######## c2_ms_serial_converter ########
c2_ms_serial_converter/clock_map.png
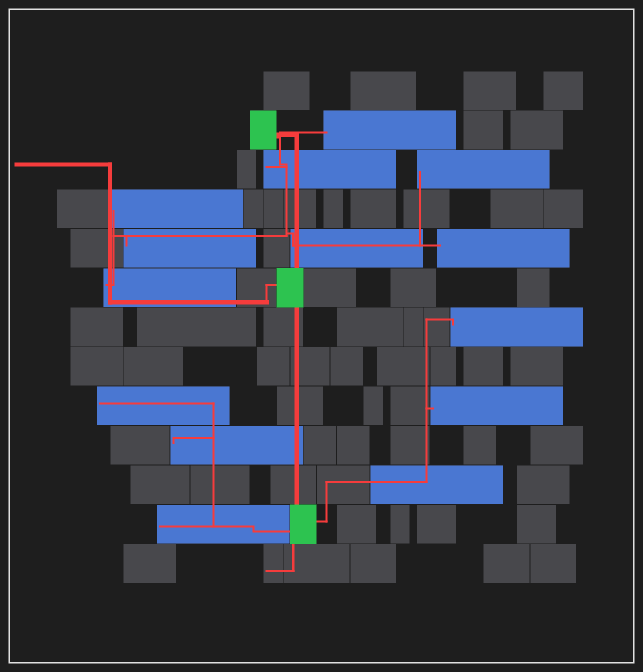

`src/rtl/c2_ms_serial_converter.sv`:
```
// c2_ms_serial_converter
//
// Bit-serial two's complement to sign-magnitude converter. An operand is
// accepted in one cycle, then its bits are walked LSB first over N cycles
// using serial negation (copy up to and including the first 1, invert the
// rest), so no adder or full negator is needed. The result is held until the
// consumer takes it.
//
// Ports:
//   clock      in   system clock, rising-edge active
//   reset_     in   asynchronous active-low reset
//   x_c2       in   N-bit two's complement operand
//   in_valid   in   operand valid
//   in_ready   out  converter can accept an operand (IDLE only)
//   z_abs      out  N-bit unsigned magnitude |x_c2|
//   sgn        out  sign, 1 = negative
//   ow         out  magnitude needs N bits (x_c2 = -2^(N-1))
//   out_valid  out  result valid (DONE only)
//   out_ready  in   consumer accepts result

module c2_ms_serial_converter #(
    parameter int unsigned N = 4
) (
    input  logic         clock,
    input  logic         reset_,
    input  logic [N-1:0] x_c2,
    input  logic         in_valid,
    output logic         in_ready,
    output logic [N-1:0] z_abs,
    output logic         sgn,
    output logic         ow,
    output logic         out_valid,
    input  logic         out_ready
);

    localparam int unsigned CntW = (N > 2) ? $clog2(N) : 1;
    localparam logic [CntW-1:0] LastBit = CntW'(N - 1);
    // Most negative value: its magnitude does not fit N-bit sign-magnitude.
    localparam logic [N-1:0] MinNeg = {1'b1, {(N - 1){1'b0}}};

    typedef enum logic [1:0] {
        StIdle,
        StShift,
        StDone
    } state_e;

    state_e          state_q, state_d;
    logic [N-1:0]    word_q, word_d;
    logic [CntW-1:0] cnt_q, cnt_d;
    logic            seen_one_q, seen_one_d;
    logic [N-1:0]    z_abs_q, z_abs_d;
    logic            sgn_q, sgn_d;
    logic            ow_q, ow_d;

    logic            cur_bit;
    logic            mag_bit;
    logic            last_bit;

    assign cur_bit  = word_q[cnt_q];
    // Negative words invert every bit after the first 1 has been seen.
    assign mag_bit  = cur_bit ^ (sgn_q & seen_one_q);
    assign last_bit = (cnt_q == LastBit);

    // State register
    always_ff @(posedge clock or negedge reset_) begin
        if (!reset_) begin
            state_q <= StIdle;
        end else begin
            state_q <= state_d;
        end
    end

    // Next-state logic
    always_comb begin
        state_d = state_q;
        unique case (state_q)
            StIdle: begin
                if (in_valid) begin
                    state_d = StShift;
                end
            end
            StShift: begin
                if (last_bit) begin
                    state_d = StDone;
                end
            end
            StDone: begin
                // Back to IDLE only; accepting again needs one more cycle.
                if (out_ready) begin
                    state_d = StIdle;
                end
            end
            default: state_d = StIdle;
        endcase
    end

    // Output logic
    always_comb begin
        in_ready  = 1'b0;
        out_valid = 1'b0;
        unique case (state_q)
            StIdle:  in_ready  = 1'b1;
            StShift: ;
            StDone:  out_valid = 1'b1;
            default: ;
        endcase
    end

    // Datapath next-state
    always_comb begin
        word_d     = word_q;
        cnt_d      = cnt_q;
        seen_one_d = seen_one_q;
        z_abs_d    = z_abs_q;
        sgn_d      = sgn_q;
        ow_d       = ow_q;
        unique case (state_q)
            StIdle: begin
                if (in_valid) begin
                    word_d     = x_c2;
                    sgn_d      = x_c2[N-1];
                    cnt_d      = '0;
                    seen_one_d = 1'b0;
                    z_abs_d    = '0;
                    ow_d       = 1'b0;
                end
            end
            StShift: begin
                // Result fills from the MSB end, so after N shifts bit 0 of
                // the operand lands at bit 0 of the magnitude.
                z_abs_d    = {mag_bit, z_abs_q[N-1:1]};
                seen_one_d = seen_one_q | cur_bit;
                cnt_d      = cnt_q + CntW'(1);
                if (last_bit) begin
                    ow_d = (word_q == MinNeg);
                end
            end
            StDone: ;
            default: ;
        endcase
    end

    // Datapath registers
    always_ff @(posedge clock or negedge reset_) begin
        if (!reset_) begin
            word_q     <= '0;
            cnt_q      <= '0;
            seen_one_q <= 1'b0;
            z_abs_q    <= '0;
            sgn_q      <= 1'b0;
            ow_q       <= 1'b0;
        end else begin
            word_q     <= word_d;
            cnt_q      <= cnt_d;
            seen_one_q <= seen_one_d;
            z_abs_q    <= z_abs_d;
            sgn_q      <= sgn_d;
            ow_q       <= ow_d;
        end
    end

    assign z_abs = z_abs_q;
    assign sgn   = sgn_q;
    assign ow    = ow_q;

endmodule

```
`config.mk`:
```
export PLATFORM = sky130hd
export DESIGN_NAME = c2_ms_serial_converter
export DESIGN_NICKNAME = d
export VERILOG_FILES = /design/src/rtl/c2_ms_serial_converter.sv
export SDC_FILE = /design/constraint.sdc
export NUM_CORES = 1
export LEC_CHECK = 0
export CAP_MARGIN = 25
export CORE_AREA = 3 3 40 42
export CTS_BUF_LIST = sky130_fd_sc_hd__clkbuf_2
export CTS_CLUSTER_DIAMETER = 60
export DETAILED_ROUTE_END_ITERATION = 16
export DIE_AREA = 0 0 43 45
export HOLD_SLACK_MARGIN = 0.12
export MAX_ROUTING_LAYER = met4
export PLACE_DENSITY = 0.86
export SLEW_MARGIN = 15
export SYNTH_ARGS = -nofsm -noshare
export SYNTH_HDL_FRONTEND = slang
export SYNTH_SLANG_ARGS = --single-unit
```
`constraint.sdc`:
```
create_clock -name clock -period 1.7 [get_ports clock]
set_clock_uncertainty 0.2 [all_clocks]
set_input_delay 0.255 -clock clock [delete_from_list [all_inputs] [get_ports clock]]
set_output_delay 0.255 -clock clock [all_outputs]
set_load 0.01 [all_outputs]
```
######## calc_key_seq ########
==> config.mk <==
export PLATFORM = sky130hd
export DESIGN_NAME = calc_key_seq
export DESIGN_NICKNAME = d
export VERILOG_FILES = /design/src/rtl/calc_pkg.sv /design/src/rtl/calc_operand_reg.sv /design/src/rtl/calc_key_seq.sv
export SDC_FILE = /design/constraint.sdc
export NUM_CORES = 1
export LEC_CHECK = 0
export ABC_AREA = 1
export CAP_MARGIN = 20
export CORE_MARGIN = 1.5
export CORE_UTILIZATION = 54
export CTS_BUF_LIST = sky130_fd_sc_hd__clkbuf_2 sky130_fd_sc_hd__clkbuf_4 sky130_fd_sc_hd__clkbuf_8
export CTS_CLUSTER_SIZE = 40
export DETAILED_ROUTE_END_ITERATION = 8
export DONT_BUFFER_PORTS = 1
export GPL_TIMING_DRIVEN = 0
export PLACE_DENSITY = 0.69
export SYNTH_ARGS = -nofsm -noshare
export SYNTH_HDL_FRONTEND = slang
export SYNTH_SLANG_ARGS = --single-unit
==> constraint.sdc <==
create_clock -name clk -period 2.25 [get_ports clk]
set_clock_uncertainty 0.1 [all_clocks]
set_input_delay 0.5625 -clock clk [delete_from_list [all_inputs] [get_ports clk]]
set_output_delay 0.5625 -clock clk [all_outputs]
set_load 0.03 [all_outputs]
==> src/rtl/calc_pkg.sv <==
`default_nettype none
// ============================================================================
// Module   : calc_pkg
// Purpose  : Shared constants for the calc key-entry front end: key codes,
//            sequencer state encodings and default datapath widths.
// Revision : 1.0 - initial release
// ============================================================================
package calc_pkg;

    // Default datapath geometry; WIDTH must match the add/sub unit.
    localparam int CALC_WIDTH   = 6;
    localparam int CALC_DIGIT_W = 4;
    localparam int KEY_W        = 5;

    // Key codes above the hex digits (0-15). Codes 20-31 are ignored.
    localparam logic [KEY_W-1:0] KEY_PLUS  = 5'd16;
    localparam logic [KEY_W-1:0] KEY_MINUS = 5'd17;
    localparam logic [KEY_W-1:0] KEY_EQUAL = 5'd18;
    localparam logic [KEY_W-1:0] KEY_CLEAR = 5'd19;

    // Sequencer states. Encoding 2'd3 is unused and recovers to ENTER_A.
    localparam logic [1:0] ST_ENTER_A = 2'd0;
    localparam logic [1:0] ST_ENTER_B = 2'd1;
    localparam logic [1:0] ST_SHOW    = 2'd2;

endpackage : calc_pkg
`default_nettype wire

==> src/rtl/calc_operand_reg.sv <==
`default_nettype none
// ============================================================================
// Module   : calc_operand_reg
// Purpose  : WIDTH-bit operand register with clear, parallel load and
//            hex-digit shift-in. Priority: clr > load > shift > hold.
// Ports    : clk, rst      - clock, async active-high reset
//            clr           - synchronous clear to zero
//            load/load_val - parallel load
//            shift/digit   - q <= {q[WIDTH-DIGIT_W-1:0], digit}
//            q             - register contents
// Revision : 1.0 - initial release
// ============================================================================
module calc_operand_reg
    import calc_pkg::*;
#(
    parameter int WIDTH   = CALC_WIDTH,
    parameter int DIGIT_W = CALC_DIGIT_W
) (
    input  logic               clk,
    input  logic               rst,
    input  logic               clr,
    input  logic               load,
    input  logic [WIDTH-1:0]   load_val,
    input  logic               shift,
    input  logic [DIGIT_W-1:0] digit,
    output logic [WIDTH-1:0]   q
);

    logic [WIDTH-1:0] r_q;

    always_ff @(posedge clk or posedge rst) begin
        if (rst) begin
            r_q <= '0;
        end else if (clr) begin
            r_q <= '0;
        end else if (load) begin
            r_q <= load_val;
        end else if (shift) begin
            // Upper bits fall off the top: entry wraps modulo 2^WIDTH.
            r_q <= {r_q[WIDTH-DIGIT_W-1:0], digit};
        end
    end

    assign q = r_q;

endmodule : calc_operand_reg
`default_nettype wire

==> src/rtl/calc_key_seq.sv <==
`default_nettype none
// ============================================================================
// Module   : calc_key_seq
// Purpose  : Operand-entry sequencer feeding the add/sub unit. Builds A and B
//            from hex key presses, selects add/sub, latches the unit's
//            combinational result on '=' and supports chained operations.
// Ports    : clk, rst            - clock, async active-high reset
//            key_valid, key_code - one key event per cycle with key_valid=1
//            result              - add/sub unit output (a op b)
//            a, b, sub_sel       - operands/operation to the add/sub unit
//            disp                - value for the display stage
//            res_valid           - one-cycle pulse after an accepted '='
//            state               - current sequencer state (debug/LEDs)
// Revision : 1.0 - initial release
// ============================================================================
module calc_key_seq
    import calc_pkg::*;
#(
    parameter int WIDTH   = CALC_WIDTH,
    parameter int DIGIT_W = CALC_DIGIT_W
) (
    input  logic             clk,
    input  logic             rst,
    input  logic             key_valid,
    input  logic [KEY_W-1:0] key_code,
    input  logic [WIDTH-1:0] result,
    output logic [WIDTH-1:0] a,
    output logic [WIDTH-1:0] b,
    output logic             sub_sel,
    output logic [WIDTH-1:0] disp,
    output logic             res_valid,
    output logic [1:0]       state
);

    localparam logic [KEY_W-1:0] c_digit_lim = KEY_W'(2 ** DIGIT_W);

    logic [1:0]       r_state;
    logic             r_sub_sel;
    logic [WIDTH-1:0] r_disp;
    logic             r_res_valid;

    logic [1:0]         w_state_nxt;
    logic               w_sub_nxt;
    logic [WIDTH-1:0]   w_disp_nxt;
    logic               w_res_valid_nxt;
    logic               w_a_clr, w_a_load, w_a_shift;
    logic               w_b_clr, w_b_shift;
    logic [WIDTH-1:0]   w_a_load_val;

    // Key decode
    logic               w_is_digit, w_is_op, w_is_equal, w_is_clear;
    logic [DIGIT_W-1:0] w_digit;
    logic [WIDTH-1:0]   w_digit_ext;
    logic [WIDTH-1:0]   w_a_shifted, w_b_shifted;

    assign w_is_digit  = (key_code < c_digit_lim);
    assign w_is_op     = (key_code == KEY_PLUS) || (key_code == KEY_MINUS);
    assign w_is_equal  = (key_code == KEY_EQUAL);
    assign w_is_clear  = (key_code == KEY_CLEAR);
    assign w_digit     = key_code[DIGIT_W-1:0];
    assign w_digit_ext = {{(WIDTH-DIGIT_W){1'b0}}, w_digit};

    // Post-shift operand values, so disp can show the new operand in the
    // same edge that shifts it in.
    assign w_a_shifted = {a[WIDTH-DIGIT_W-1:0], w_digit};
    assign w_b_shifted = {b[WIDTH-DIGIT_W-1:0], w_digit};

    always_comb begin
        w_state_nxt     = r_state;
        w_sub_nxt       = r_sub_sel;
        w_disp_nxt      = r_disp;
        w_res_valid_nxt = 1'b0;
        w_a_clr         = 1'b0;
        w_a_load        = 1'b0;
        w_a_shift       = 1'b0;
        w_a_load_val    = result;
        w_b_clr         = 1'b0;
        w_b_shift       = 1'b0;

        case (r_state)
            ST_ENTER_A: begin
                if (key_valid) begin
                    if (w_is_digit) begin
                        w_a_shift  = 1'b1;
                        w_disp_nxt = w_a_shifted;
                    end else if (w_is_op) begin
                        w_sub_nxt   = (key_code == KEY_MINUS);
                        w_b_clr     = 1'b1;
                        w_state_nxt = ST_ENTER_B;
                    end else if (w_is_equal) begin
                        w_disp_nxt      = a;
                        w_res_valid_nxt = 1'b1;
                    end
                end
            end
            ST_ENTER_B: begin
                if (key_valid) begin
                    if (w_is_digit) begin
                        w_b_shift  = 1'b1;
                        w_disp_nxt = w_b_shifted;
                    end else if (w_is_op) begin
                        // Later operator key overrides the earlier one.
                        w_sub_nxt = (key_code == KEY_MINUS);
                    end else if (w_is_equal) begin
                        w_a_load        = 1'b1;
                        w_disp_nxt      = result;
                        w_res_valid_nxt = 1'b1;
                        w_state_nxt     = ST_SHOW;
                    end
                end
            end
            ST_SHOW: begin
                if (key_valid) begin
                    if (w_is_digit) begin
                        // Fresh calculation: digit starts a new A.
                        w_a_load     = 1'b1;
                        w_a_load_val = w_digit_ext;
                        w_b_clr      = 1'b1;
                        w_disp_nxt   = w_digit_ext;
                        w_state_nxt  = ST_ENTER_A;
                    end else if (w_is_op) begin
                        // Chaining: prior result already sits in A.
                        w_sub_nxt   = (key_code == KEY_MINUS);
                        w_b_clr     = 1'b1;
                        w_state_nxt = ST_ENTER_B;
                    end else if (w_is_equal) begin
                        // Repeat last operation with B and sub_sel kept.
                        w_a_load        = 1'b1;
                        w_disp_nxt      = result;
                        w_res_valid_nxt = 1'b1;
                    end
                end
            end
            default: begin
                w_state_nxt = ST_ENTER_A;
            end
        endcase

        // CLEAR behaves as a synchronous reset from any state.
        if (key_valid && w_is_clear) begin
            w_state_nxt     = ST_ENTER_A;
            w_sub_nxt       = 1'b0;
            w_disp_nxt      = '0;
            w_res_valid_nxt = 1'b0;
            w_a_clr         = 1'b1;
            w_a_load        = 1'b0;
            w_a_shift       = 1'b0;
            w_b_clr         = 1'b1;
            w_b_shift       = 1'b0;
        end
    end

    always_ff @(posedge clk or posedge rst) begin
        if (rst) begin
            r_state     <= ST_ENTER_A;
            r_sub_sel   <= 1'b0;
            r_disp      <= '0;
            r_res_valid <= 1'b0;
        end else begin
            r_state     <= w_state_nxt;
            r_sub_sel   <= w_sub_nxt;
            r_disp      <= w_disp_nxt;
            r_res_valid <= w_res_valid_nxt;
        end
    end

    calc_operand_reg #(
        .WIDTH   (WIDTH),
        .DIGIT_W (DIGIT_W)
    ) u_a_reg (
        .clk      (clk),
        .rst      (rst),
        .clr      (w_a_clr),
        .load     (w_a_load),
        .load_val (w_a_load_val),
        .shift    (w_a_shift),
        .digit    (w_digit),
        .q        (a)
    );

    calc_operand_reg #(
        .WIDTH   (WIDTH),
        .DIGIT_W (DIGIT_W)
    ) u_b_reg (
        .clk      (clk),
        .rst      (rst),
        .clr      (w_b_clr),
        .load     (1'b0),
        .load_val ({WIDTH{1'b0}}),
        .shift    (w_b_shift),
        .digit    (w_digit),
        .q        (b)
    );

    assign sub_sel   = r_sub_sel;
    assign disp      = r_disp;
    assign res_valid = r_res_valid;
    assign state     = r_state;

endmodule : calc_key_seq
`default_nettype wire

######## fc_layer_ctrl ########
==> config.mk <==
export PLATFORM = sky130hd
export DESIGN_NAME = fc_layer_ctrl
export DESIGN_NICKNAME = d
export VERILOG_FILES = /design/src/rtl/fc_layer_ctrl.sv
export SDC_FILE = /design/constraint.sdc
export NUM_CORES = 1
export LEC_CHECK = 0
export CAP_MARGIN = 20
export CORE_MARGIN = 2
export CORE_UTILIZATION = 50
export CTS_CLUSTER_DIAMETER = 200
export DETAILED_ROUTE_END_ITERATION = 8
export PLACE_DENSITY = 0.77
export SKIP_LAST_GASP = 1
export SLEW_MARGIN = 15
export SYNTH_ARGS = -nofsm -noshare
export SYNTH_HDL_FRONTEND = slang
export SYNTH_SLANG_ARGS = --single-unit
export TNS_END_PERCENT = 50
==> constraint.sdc <==
create_clock -name clk -period 1.77 [get_ports clk]
set_input_delay 0.354 -clock clk [delete_from_list [all_inputs] [get_ports clk]]
set_output_delay 0.354 -clock clk [all_outputs]
set_load 0.05 [all_outputs]
==> src/rtl/fc_layer_ctrl.sv <==
// fc_layer_ctrl: sequences one fully-connected layer: weight/input fetch, MAC strobes, output writes.
// Optional macro FC_CTRL_PERF_CNT_EN adds a 32-bit busy-cycle counter on perf_cycles.
`ifndef OUTNEURON
`define OUTNEURON 4
`endif
`ifndef INNEURON
`define INNEURON 8
`endif
`ifndef PO
`define PO 2
`endif

module fc_layer_ctrl #(
  parameter int unsigned OUTNEURON  = `OUTNEURON,
  parameter int unsigned INNEURON   = `INNEURON,
  parameter int unsigned PO         = `PO,
  parameter int unsigned PIPE_LAT   = 3,
  parameter int unsigned IN_ADDR_W  = 8,
  parameter int unsigned OUT_ADDR_W = 8
) (
  input  logic                  clk,
  input  logic                  reset,
  input  logic                  start,
  input  logic                  out_ready,
  output logic                  wgt_en,
  output logic                  in_rd_en,
  output logic [IN_ADDR_W-1:0]  in_addr,
  output logic                  acc_clr,
  output logic                  acc_en,
  output logic                  acc_last,
  output logic                  out_we,
  output logic [OUT_ADDR_W-1:0] out_addr,
  output logic                  busy,
`ifdef FC_CTRL_PERF_CNT_EN
  output logic                  done,
  output logic [31:0]           perf_cycles
`else
  output logic                  done
`endif
);

  localparam int unsigned BEATS   = INNEURON / 2;
  localparam int unsigned GROUPS  = OUTNEURON / PO;
  localparam int unsigned DRAIN_W = (PIPE_LAT > 1) ? $clog2(PIPE_LAT) : 1;

  localparam logic [IN_ADDR_W-1:0]  BEAT_LAST  = IN_ADDR_W'(BEATS - 1);
  localparam logic [OUT_ADDR_W-1:0] GROUP_LAST = OUT_ADDR_W'(GROUPS - 1);
  localparam logic [DRAIN_W-1:0]    DRAIN_LAST = DRAIN_W'(PIPE_LAT - 1);

  typedef enum logic [2:0] {
    IDLE  = 3'd0,
    RUN   = 3'd1,
    DRAIN = 3'd2,
    WRITE = 3'd3,
    DONE  = 3'd4
  } state_t;

  // One token per RUN beat, travelling alongside the weight-RAM read latency
  typedef struct packed {
    logic valid;
    logic first;
    logic last;
  } token_t;

  state_t               state;
  state_t               state_n;
  logic [DRAIN_W-1:0]   drain_cnt;
  token_t               tok_in;
  token_t               pipe_q [PIPE_LAT];

  // State register
  always_ff @(posedge clk or posedge reset) begin : state_reg
    if (reset) begin
      state <= IDLE;
    end else begin
      state <= state_n;
    end
  end

  // Next-state logic; out_we is the only combinational output
  always_comb begin : next_state
    state_n = state;
    out_we  = 1'b0;
    case (state)
      IDLE: begin
        if (start) state_n = RUN;
      end
      RUN: begin
        if (in_addr == BEAT_LAST) state_n = DRAIN;
      end
      DRAIN: begin
        if (drain_cnt == DRAIN_LAST) state_n = WRITE;
      end
      WRITE: begin
        out_we = out_ready;
        if (out_ready) begin
          state_n = (out_addr == GROUP_LAST) ? DONE : RUN;
        end
      end
      DONE: begin
        state_n = IDLE;
      end
      default: begin
        state_n = IDLE;
      end
    endcase
  end

  // Registered strobes follow the upcoming state so they align with it
  always_ff @(posedge clk or posedge reset) begin : out_regs
    if (reset) begin
      wgt_en   <= 1'b0;
      in_rd_en <= 1'b0;
      busy     <= 1'b0;
      done     <= 1'b0;
    end else begin
      wgt_en   <= (state_n == RUN);
      in_rd_en <= (state_n == RUN);
      busy     <= (state_n != IDLE);
      done     <= (state_n == DONE);
    end
  end

  // Beat counter doubles as the input-pair address
  always_ff @(posedge clk or posedge reset) begin : beat_cnt
    if (reset) begin
      in_addr <= '0;
    end else if (state == RUN) begin
      in_addr <= (in_addr == BEAT_LAST) ? '0 : in_addr + IN_ADDR_W'(1);
    end else begin
      in_addr <= '0;
    end
  end

  always_ff @(posedge clk or posedge reset) begin : drain_counter
    if (reset) begin
      drain_cnt <= '0;
    end else if (state == DRAIN) begin
      drain_cnt <= drain_cnt + DRAIN_W'(1);
    end else begin
      drain_cnt <= '0;
    end
  end

  // Group counter doubles as the output-group address
  always_ff @(posedge clk or posedge reset) begin : group_cnt
    if (reset) begin
      out_addr <= '0;
    end else if (state == IDLE) begin
      out_addr <= '0;
    end else if (state == WRITE && out_ready && out_addr != GROUP_LAST) begin
      out_addr <= out_addr + OUT_ADDR_W'(1);
    end
  end

  always_comb begin : token_src
    tok_in       = '0;
    tok_in.valid = (state == RUN);
    tok_in.first = (state == RUN) && (in_addr == '0);
    tok_in.last  = (state == RUN) && (in_addr == BEAT_LAST);
  end

  always_ff @(posedge clk or posedge reset) begin : token_pipe
    if (reset) begin
      for (int i = 0; i < int'(PIPE_LAT); i++) pipe_q[i] <= '0;
    end else begin
      pipe_q[0] <= tok_in;
      for (int i = 1; i < int'(PIPE_LAT); i++) pipe_q[i] <= pipe_q[i-1];
    end
  end

  assign acc_en   = pipe_q[PIPE_LAT-1].valid;
  assign acc_clr  = pipe_q[PIPE_LAT-1].first;
  assign acc_last = pipe_q[PIPE_LAT-1].last;

`ifdef FC_CTRL_PERF_CNT_EN
  // Counts busy cycles of the current frame; holds after done
  always_ff @(posedge clk or posedge reset) begin : perf_cnt
    if (reset) begin
      perf_cycles <= '0;
    end else if (state == IDLE && start) begin
      perf_cycles <= '0;
    end else if (busy) begin
      perf_cycles <= perf_cycles + 32'd1;
    end
  end
`endif

endmodule

######## encoder_velocity ########
===== config.mk =====
export PLATFORM = sky130hd
export DESIGN_NAME = encoder_velocity
export DESIGN_NICKNAME = d
export VERILOG_FILES = /design/src/rtl/encoder_velocity.sv
export SDC_FILE = /design/constraint.sdc
export NUM_CORES = 1
export LEC_CHECK = 0
export CAP_MARGIN = 0
export CORE_MARGIN = 2
export CORE_UTILIZATION = 40
export CTS_BUF_LIST = sky130_fd_sc_hd__clkbuf_8 sky130_fd_sc_hd__clkbuf_16
export DETAILED_ROUTE_END_ITERATION = 6
export PLACE_DENSITY_LB_ADDON = 0.25
export SKIP_CTS_REPAIR_TIMING = 1
export SLEW_MARGIN = 0
export SYNTH_ARGS = -nofsm -noshare
export SYNTH_HDL_FRONTEND = slang
export SYNTH_SLANG_ARGS = --single-unit

===== constraint.sdc =====
create_clock -name clk -period 5.9 [get_ports clk]
set_input_delay 0.59 -clock clk [delete_from_list [all_inputs] [get_ports clk]]
set_output_delay 0.59 -clock clk [all_outputs]
set_load 0.01 [all_outputs]

===== src/rtl/encoder_velocity.sv =====
// rtl/encoder_velocity.sv - windowed encoder velocity with moving average
module encoder_velocity #(
    parameter int WINDOW   = 50000,
    parameter int AVG_LOG2 = 2
) (
    input  logic        clk,
    input  logic        reset,
    input  logic        enable,
    input  logic [15:0] count,
    input  logic        zero_evt,
    output logic [15:0] velocity,
    output logic [15:0] avg_velocity,
    output logic        vel_valid,
    output logic        primed
);
    localparam int DEPTH = 1 << AVG_LOG2;
    localparam int SW    = 16 + AVG_LOG2;
    localparam int TW    = $clog2(WINDOW);
    localparam int FW    = AVG_LOG2 + 1;
    localparam logic [TW-1:0] TICK_AT   = TW'(WINDOW - 1);
    localparam logic [FW-1:0] LAST_FILL = FW'(DEPTH - 1);
    localparam logic [FW-1:0] FULL_FILL = FW'(DEPTH);

    typedef enum logic {
        S_IDLE = 1'b0,
        S_RUN  = 1'b1
    } state_t;

    state_t              r_state;
    state_t              w_state_next;
    logic                w_capture;
    logic                w_stop;
    logic                w_tick;

    logic [TW-1:0]       r_timer;
    logic [15:0]         r_prev;
    logic signed [15:0]  r_hist [DEPTH];
    logic signed [SW-1:0] r_sum;
    logic [FW-1:0]       r_fill;
    logic                r_discard;
    logic [15:0]         r_velocity;
    logic [15:0]         r_avg;
    logic                r_valid;
    logic                r_primed;

    logic signed [15:0]   w_delta;
    logic signed [SW-1:0] w_sum_next;

    // Modular subtraction makes position wrap-around come out as a small signed delta.
    assign w_delta    = signed'(count - r_prev);
    assign w_sum_next = r_sum + SW'(w_delta) - SW'(r_hist[DEPTH-1]);

    assign velocity     = r_velocity;
    assign avg_velocity = r_avg;
    assign vel_valid    = r_valid;
    assign primed       = r_primed;

    always_ff @(posedge clk) begin
        if (reset) begin
            r_state <= S_IDLE;
        end else begin
            r_state <= w_state_next;
        end
    end

    always_comb begin
        w_state_next = r_state;
        w_capture    = 1'b0;
        w_stop       = 1'b0;
        w_tick       = 1'b0;
        case (r_state)
            S_IDLE: begin
                if (enable) begin
                    w_capture    = 1'b1;
                    w_state_next = S_RUN;
                end
            end
            S_RUN: begin
                if (!enable) begin
                    w_stop       = 1'b1;
                    w_state_next = S_IDLE;
                end else if (r_timer == TICK_AT) begin
                    w_tick = 1'b1;
                end
            end
            default: w_state_next = S_IDLE;
        endcase
    end

    always_ff @(posedge clk) begin
        if (reset) begin
            r_timer    <= '0;
            r_prev     <= '0;
            r_sum      <= '0;
            r_fill     <= '0;
            r_discard  <= 1'b0;
            r_velocity <= '0;
            r_avg      <= '0;
            r_valid    <= 1'b0;
            r_primed   <= 1'b0;
            for (int i = 0; i < DEPTH; i++) begin
                r_hist[i] <= '0;
            end
        end else begin
            r_valid <= 1'b0;
            if (w_capture) begin
                r_prev    <= count;
                r_timer   <= '0;
                r_discard <= 1'b0;
            end else if (w_stop) begin
                // Outputs hold their last values; only the averaging state restarts.
                r_timer   <= '0;
                r_discard <= 1'b0;
                r_sum     <= '0;
                r_fill    <= '0;
                r_primed  <= 1'b0;
                for (int i = 0; i < DEPTH; i++) begin
                    r_hist[i] <= '0;
                end
            end else if (w_tick) begin
                r_timer   <= '0;
                r_discard <= 1'b0;
                // A zero strobe on the tick means count goes to 0 next cycle.
                r_prev    <= zero_evt ? 16'h0000 : count;
                if (!zero_evt && !r_discard) begin
                    r_velocity <= w_delta;
                    r_valid    <= 1'b1;
                    r_sum      <= w_sum_next;
                    r_avg      <= 16'(w_sum_next >>> AVG_LOG2);
                    r_hist[0]  <= w_delta;
                    for (int i = 1; i < DEPTH; i++) begin
                        r_hist[i] <= r_hist[i-1];
                    end
                    if (r_fill != FULL_FILL) begin
                        r_fill <= r_fill + 1'b1;
                    end
                    if (r_fill == LAST_FILL) begin
                        r_primed <= 1'b1;
                    end
                end
            end else if (r_state == S_RUN) begin
                r_timer <= r_timer + 1'b1;
                if (zero_evt) begin
                    r_discard <= 1'b1;
                end
            end
        end
    end
endmodule

calc_key_seq/final_clocks.png
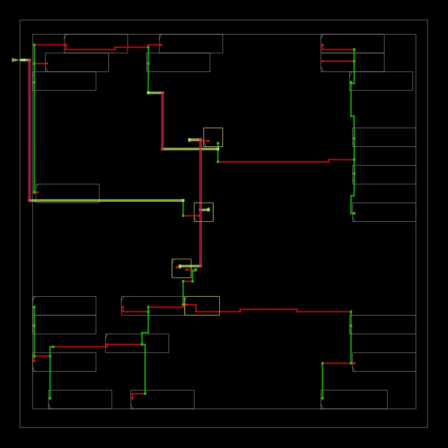
cts bufs inserted: 3
Clock group: 230 uW
Latency at later pin: 0.31 ns
flip-flops: 22

==> flow_summary.yaml, calc_key_seq <==
# implementation run metrics
run_status:
  status: "finished, final reports clean"
yosys:
  synth.most_common_cell: "nand2_1"
  ys_area_um2: 1710
  ys.flops: 22
  xor_share_pct: 0
  synthAdderAreaFrac_pct: 2.93
  ys_cells: 255
floorplanning:
  row_count: 20
  die_h_um: 59.2
  initCoreUtil_pct: 56.3
  die_x_um: 59.2
power_and_ir_drop:
  switching_share_pct: 54.5
  p_comb_uw: 795
  p_switching_uw: 1120
final_layout:
  final-seq-area_um2: 553
  post-route-cell-area_um2: 1800
  syn_to_final_growth_pct: 5.50
  layout.nets: 278
  buffer_area_share_pct: 3.27
  seq_area_share_pct: 30.7
detailed_routing:
  wl_per_cell_um: 13.5
  met1Wirelength_um: 2020
  drc: 0
  dr.pass1.iters: 4
clock_network:
  cts.sinks: 22
worst_setup_path:
  crit_buf_inv: 2
sta:
  slew_headroom_pct: 43.6
  min_period_ns: 2.05
global_routing:
  use_met3_pct: 3.06
  grt_usage_pct: 25.9
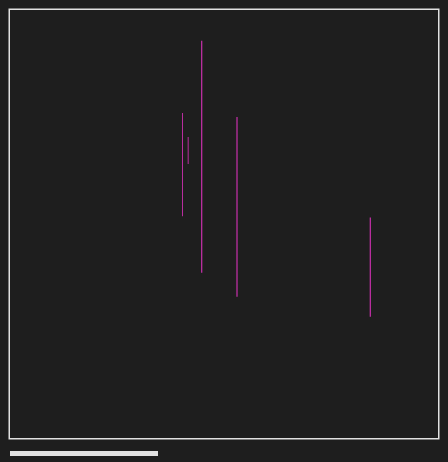
encoder_velocity/met4.png
Scale bar: 50 um.
longest straight run	78.2 um
main direction	vertical
share of all routed wire	1.2%

==> flow_summary.yaml, encoder_velocity <==
# implementation run metrics
power_and_ir_drop:
  max-vdd-ir-drop_uv: 221
  power_frac_seq_pct: 38.7
  pwr-share-comb_pct: 21.6
  p_comb_uw: 622
  pg_clk_uw: 1140
  leakage_uw: 0.00355
  fin_total_pwr_uw: 2880
  powerSeq_uw: 1110
min_path:
  hold_class: "register to register"
  min-delay-start: "r_hist[2][1]$_SDFFE_PP0P_"
  hold_path_depth: 2
  holdPathEnd: "r_hist[2][1]$_SDFFE_PP0P_"
final_layout:
  syn_to_final_growth_pct: 17.3
  nFlopsAndLatches: 153
  num-clock-buffers: 17
  final-seq-area_um2: 3540
  buffers: 61
  layout.nets: 977
  top_register: "r_hist"
  fin_util_pct: 47.8
yosys:
  ys_warn_count: 0
  fp_nets: 929
  synth_area_leader_cell: "dfxtp_1"
  ys_cells: 851
  synth_area_um2: 7930
  synthAdderAreaFrac_pct: 10.9
  top_cells_by_count: "105 x dfxtp_1, 104 x nand2_1, 77 x a21oi_1, 75 x inv_1, 65 x nor2_1"
sta:
  finalSetupViolations: 0
  setup_slack_ns: 1.05
  max_slew.worst_pin.slew_ns: 1.10
  rsz0062_at_grt: "no"
  hold_violations: 0
detailed_routing:
  top_layer: "met4"
  vias: 5915
  wl_met3_um: 739
  drt-total-wl_um: 17800
global_routing:
  grt_pass1_vias: 5656
  grt_max_degree: 63
  grt_first_pass_wirelength_um: 29400
worst_setup_path:
  cp_max_fo: 8
  cp-end-kind: "register"
  crit_chain: "clkdlybuf4s50_1 > inv_1 > ha_1 > inv_1 > fa_1 > a21o_1 > a21oi_2 > o21ai_1 > a211o_1 > nor4b_1 > a311oi_2 > fa_1 > inv_1 > ha_1 > a21o_1 > a21o_1 > a21oi_1 > o221ai_2 > xor2_1 > a21oi_1 > o31ai_1"
  worstSetupEndpoint: "r_sum[17]$_SDFFE_PP0P_"
  path_class: "input pin to register"
clock_network:
  cts_buffers: 17
  clk_pin_slew_ns: 0.06
  cts.sinks: 153
  clk_path_buf_depth: 2
  insertion_delay_ns: 0.42
floorplanning:
  n_tap_cell: 265
  die_h_um: 145
placed_design:
  placed_area_um2: 8690
  gp_congestion: 0.832
  dpl_worst_slack_ns: 0.599
run_status:
  status: "finished, final reports clean"
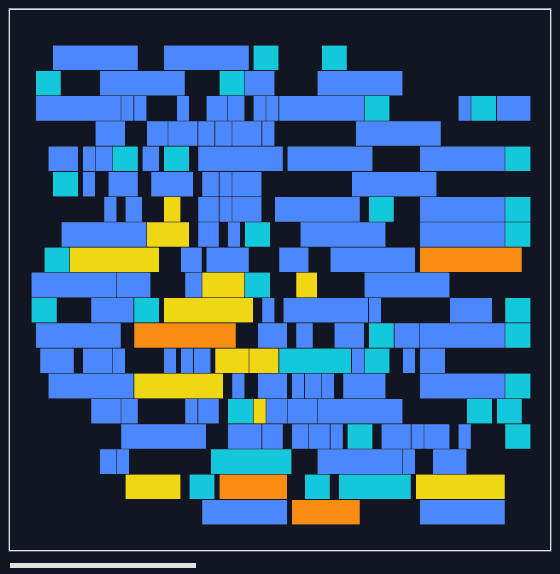
fc_layer_ctrl/drive_strength.png
Scale bar: 20 um.
colour	size	cells
orange	drive 6 and up	4
yellow	drive 2	12
cyan	drive 3 to 4	33
blue	drive 1 or less	110

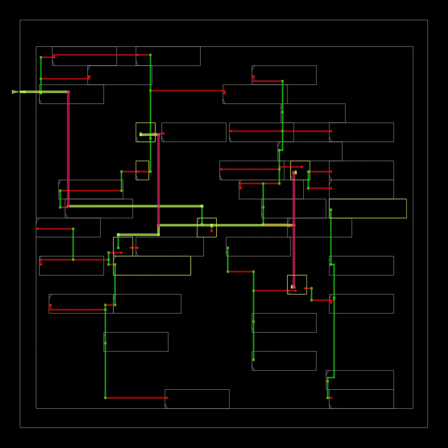
fc_layer_ctrl/final_clocks.png
Clock Skews: 0.00527 ns
flip-flops: 33
cts bufs inserted: 5
Clock group: 693 uW

==> flow_summary.yaml, fc_layer_ctrl <==
# implementation run metrics
clock_network:
  cts_hold_buffers: 0
  h-tree-depth: 2
  postCtsSetupRepairBufs: 0
worst_setup_path:
  crit_chain: "nand4b_4 > inv_2 > buf_12"
  cp_max_fo: 9
  cpPeakStageDelay_ns: 0.49
final_layout:
  layout.nets: 167
  inv_count: 7
  comb_cells: 81
  post-route-cell-area_um2: 1850
  n_antenna_cell: 0
placed_design:
  placed_area_um2: 1730
detailed_routing:
  drc: 0
sta:
  finalSetupViolations: 0
  fin_hold_ws_ns: 0.356
  rsz0062_at_grt: "yes"
floorplanning:
  die_x_um: 58.2
  die_h_um: 58.2
run_status:
  status: "finished, final reports clean"
yosys:
  top_cells_by_count: "33 x dfrtp_1, 15 x nor2_1, 8 x nand2_1, 8 x nand3_1"
  netlist.area_leader.share_pct: 56.2
  synth_area_um2: 1470
  mux_share_pct: 1.36
  syn_inst: 125
min_path:
  hold_class: "register to register"
global_routing:
  grt_max_degree: 34
  met1_usage_pct: 25.0
  busiest_layer: "met2"
power_and_ir_drop:
  powerDensity_nw_per_um2: 1510
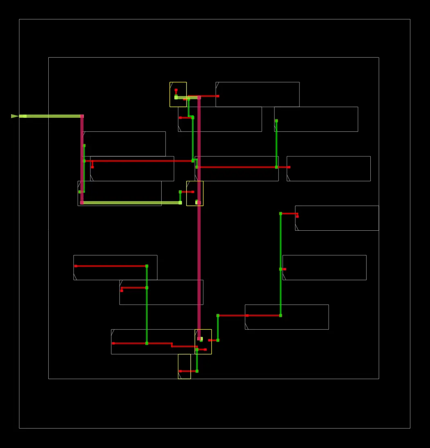
c2_ms_serial_converter/final_clocks.png
flip-flops: 14
CTS Sinks: 14

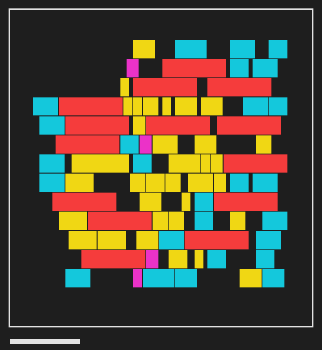
c2_ms_serial_converter/cell_classes.png
Scale bar: 10 um.
colour	class	cells	share of their area
cyan	other buffers and delay cells	26	27%
magenta	clock drivers and dummy loads	4	2.2%
yellow	all other logic	34	30%
red	flops	14	40%

About c2_ms_serial_converter/clock_map.png:
[blue] flip-flops | count: 14
[green] cells driving clock nets | count: 3
[red] clock wires | length: 166 um
routed clock nets	4

==> flow_summary.yaml, c2_ms_serial_converter <==
# implementation run metrics
sta:
  fin_hold_ws_ns: 0.336
  min_period_ns: 1.64
  fmaxAchievable_ghz: 0.608
  finalCritPeriodShare_pct: 96.7
  finalSetupViolations: 0
clock_network:
  clk_pin_slew_ns: 0.13
  clk_path_buf_depth: 2
  cts_buffers: 3
  insertion_delay_ns: 0.27
flow_run:
  cap_violations: 0
  tool_warnings: 26
placed_design:
  placed_cells: 83
  hpwlAfterDp_um: 889
  dpl_worst_slack_ns: -0.00649
power_and_ir_drop:
  pg_clk_uw: 154
  clock_power_share_pct: 9.7
  powerDensity_nw_per_um2: 1790
  pwr-share-comb_pct: 52.3
detailed_routing:
  top_layer: "met4"
  drtIter0Drc: 12
  wl_per_cell_um: 13.2
  vias: 488
  drt-total-wl_um: 1220
worst_setup_path:
  start_kind: "register"
  worstRegToRegCells: 4
  path_depth: 1
  cp_top_family: "buffers and inverters"
  cp_max_fo: 2
  r2r_start: "sgn$_DFFE_PN0P_"
  cpPeakStageDelay_ns: 0.54
final_layout:
  layout-drive-gt1-share_pct: 28.2
  seq_area_share_pct: 39.5
  final-seq-area_um2: 350
  n_antenna_cell: 0
  logic_area_um2: 254
global_routing:
  grt_usage_pct: 14.6
  use_met3_pct: 2.39
  grt_use_met2_pct: 23.7
yosys:
  synth-simple-area-share_pct: 11.4
  avgSynthCellArea_um2: 12.5
  netlist.area_leader.share_pct: 57.0
  ys_cells: 49
  synth_area_leader_cell: "dfrtp_1"
  syn_inst: 49
min_path:
  min-delay-start: "ow$_DFFE_PN0P_"
run_status:
  status: "finished, final reports clean"
floorplanning:
  core-area_um2: 1280

==> gallery <==
I/O pins on the die edge.
Pins as bars across the die edge, other pins in grey.
shot_01.png
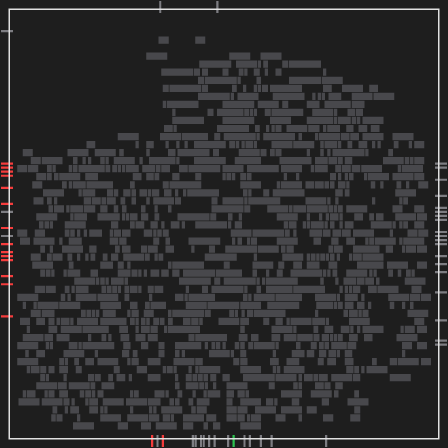
shot_02.png
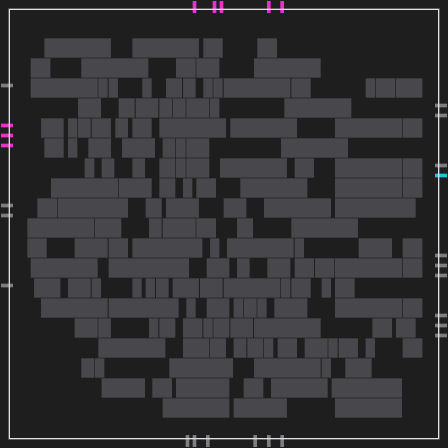
shot_03.png
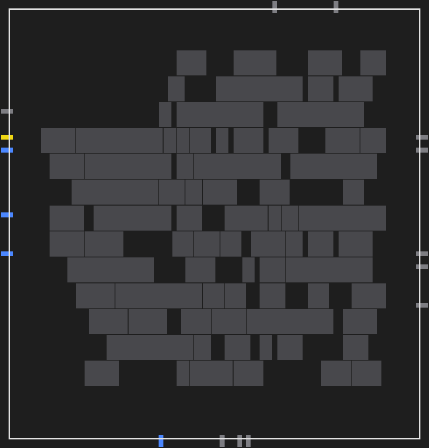
shot_04.png
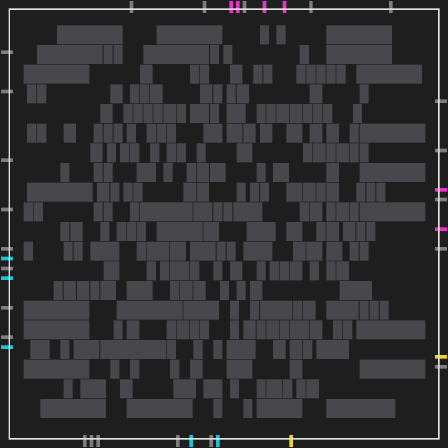
- shot_01.png = encoder_velocity
- shot_03.png = c2_ms_serial_converter
- shot_02.png = fc_layer_ctrl
- shot_04.png = calc_key_seq
- most pins: shot_01.png
- fewest pins: shot_03.png



==> layout pictures side by side <==
Cell sizes after repair.
image #1
Scale bar: 20 um.
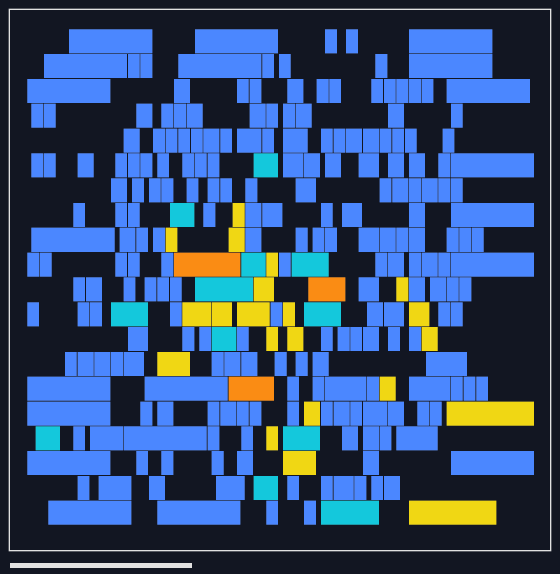
image #2
Scale bar: 10 um.
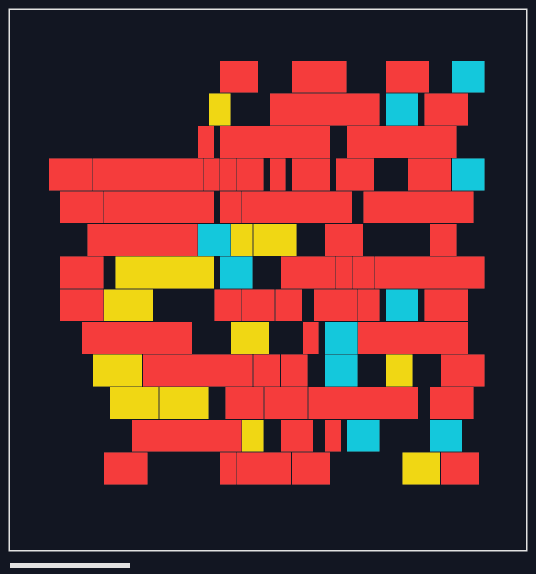
image #3
Scale bar: 50 um.
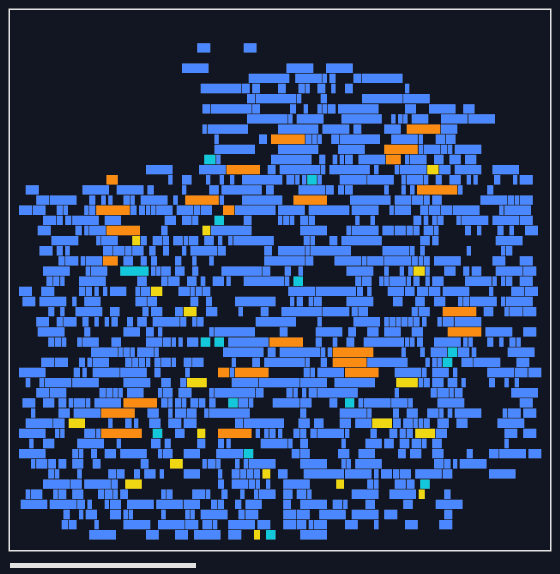
image #2 -> c2_ms_serial_converter
image #3 -> encoder_velocity
image #1 -> calc_key_seq


==> layout pictures side by side <==
Routed clock nets over the placement.
picture 1
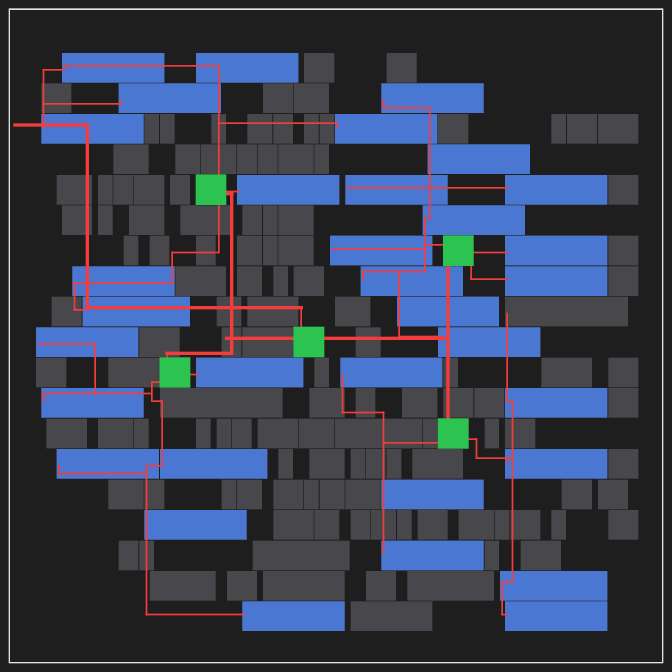
picture 2
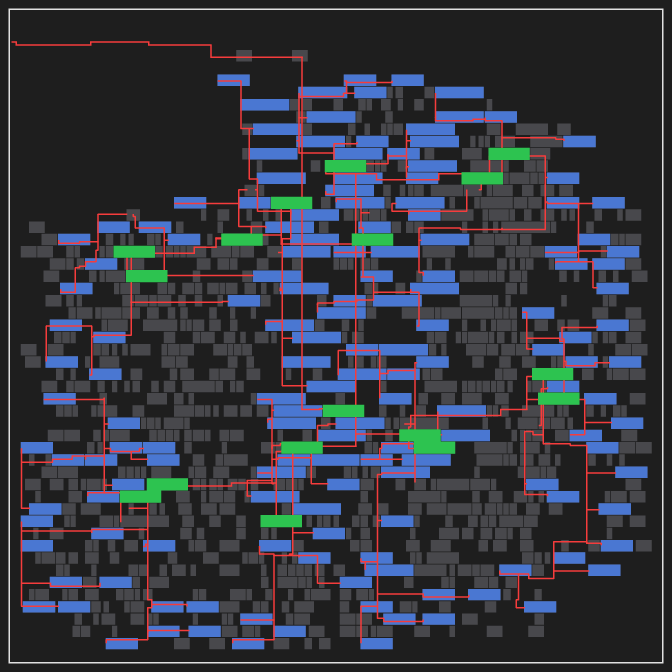
picture 3
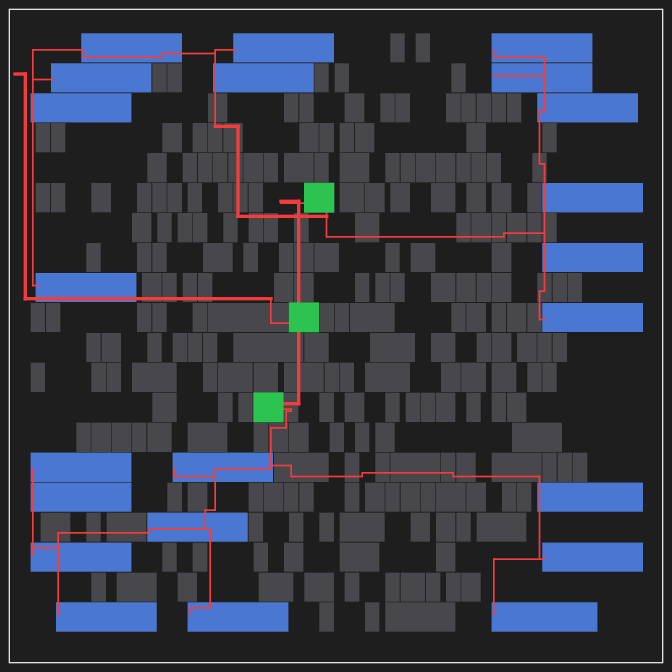
Of these, most sequential cells: picture 2
Of these, fewest sequential cells: picture 3
fc_layer_ctrl is picture 1.
calc_key_seq is picture 3.
encoder_velocity is picture 2.

Power figures rest on the tool's default switching activity, not on a simulated workload.
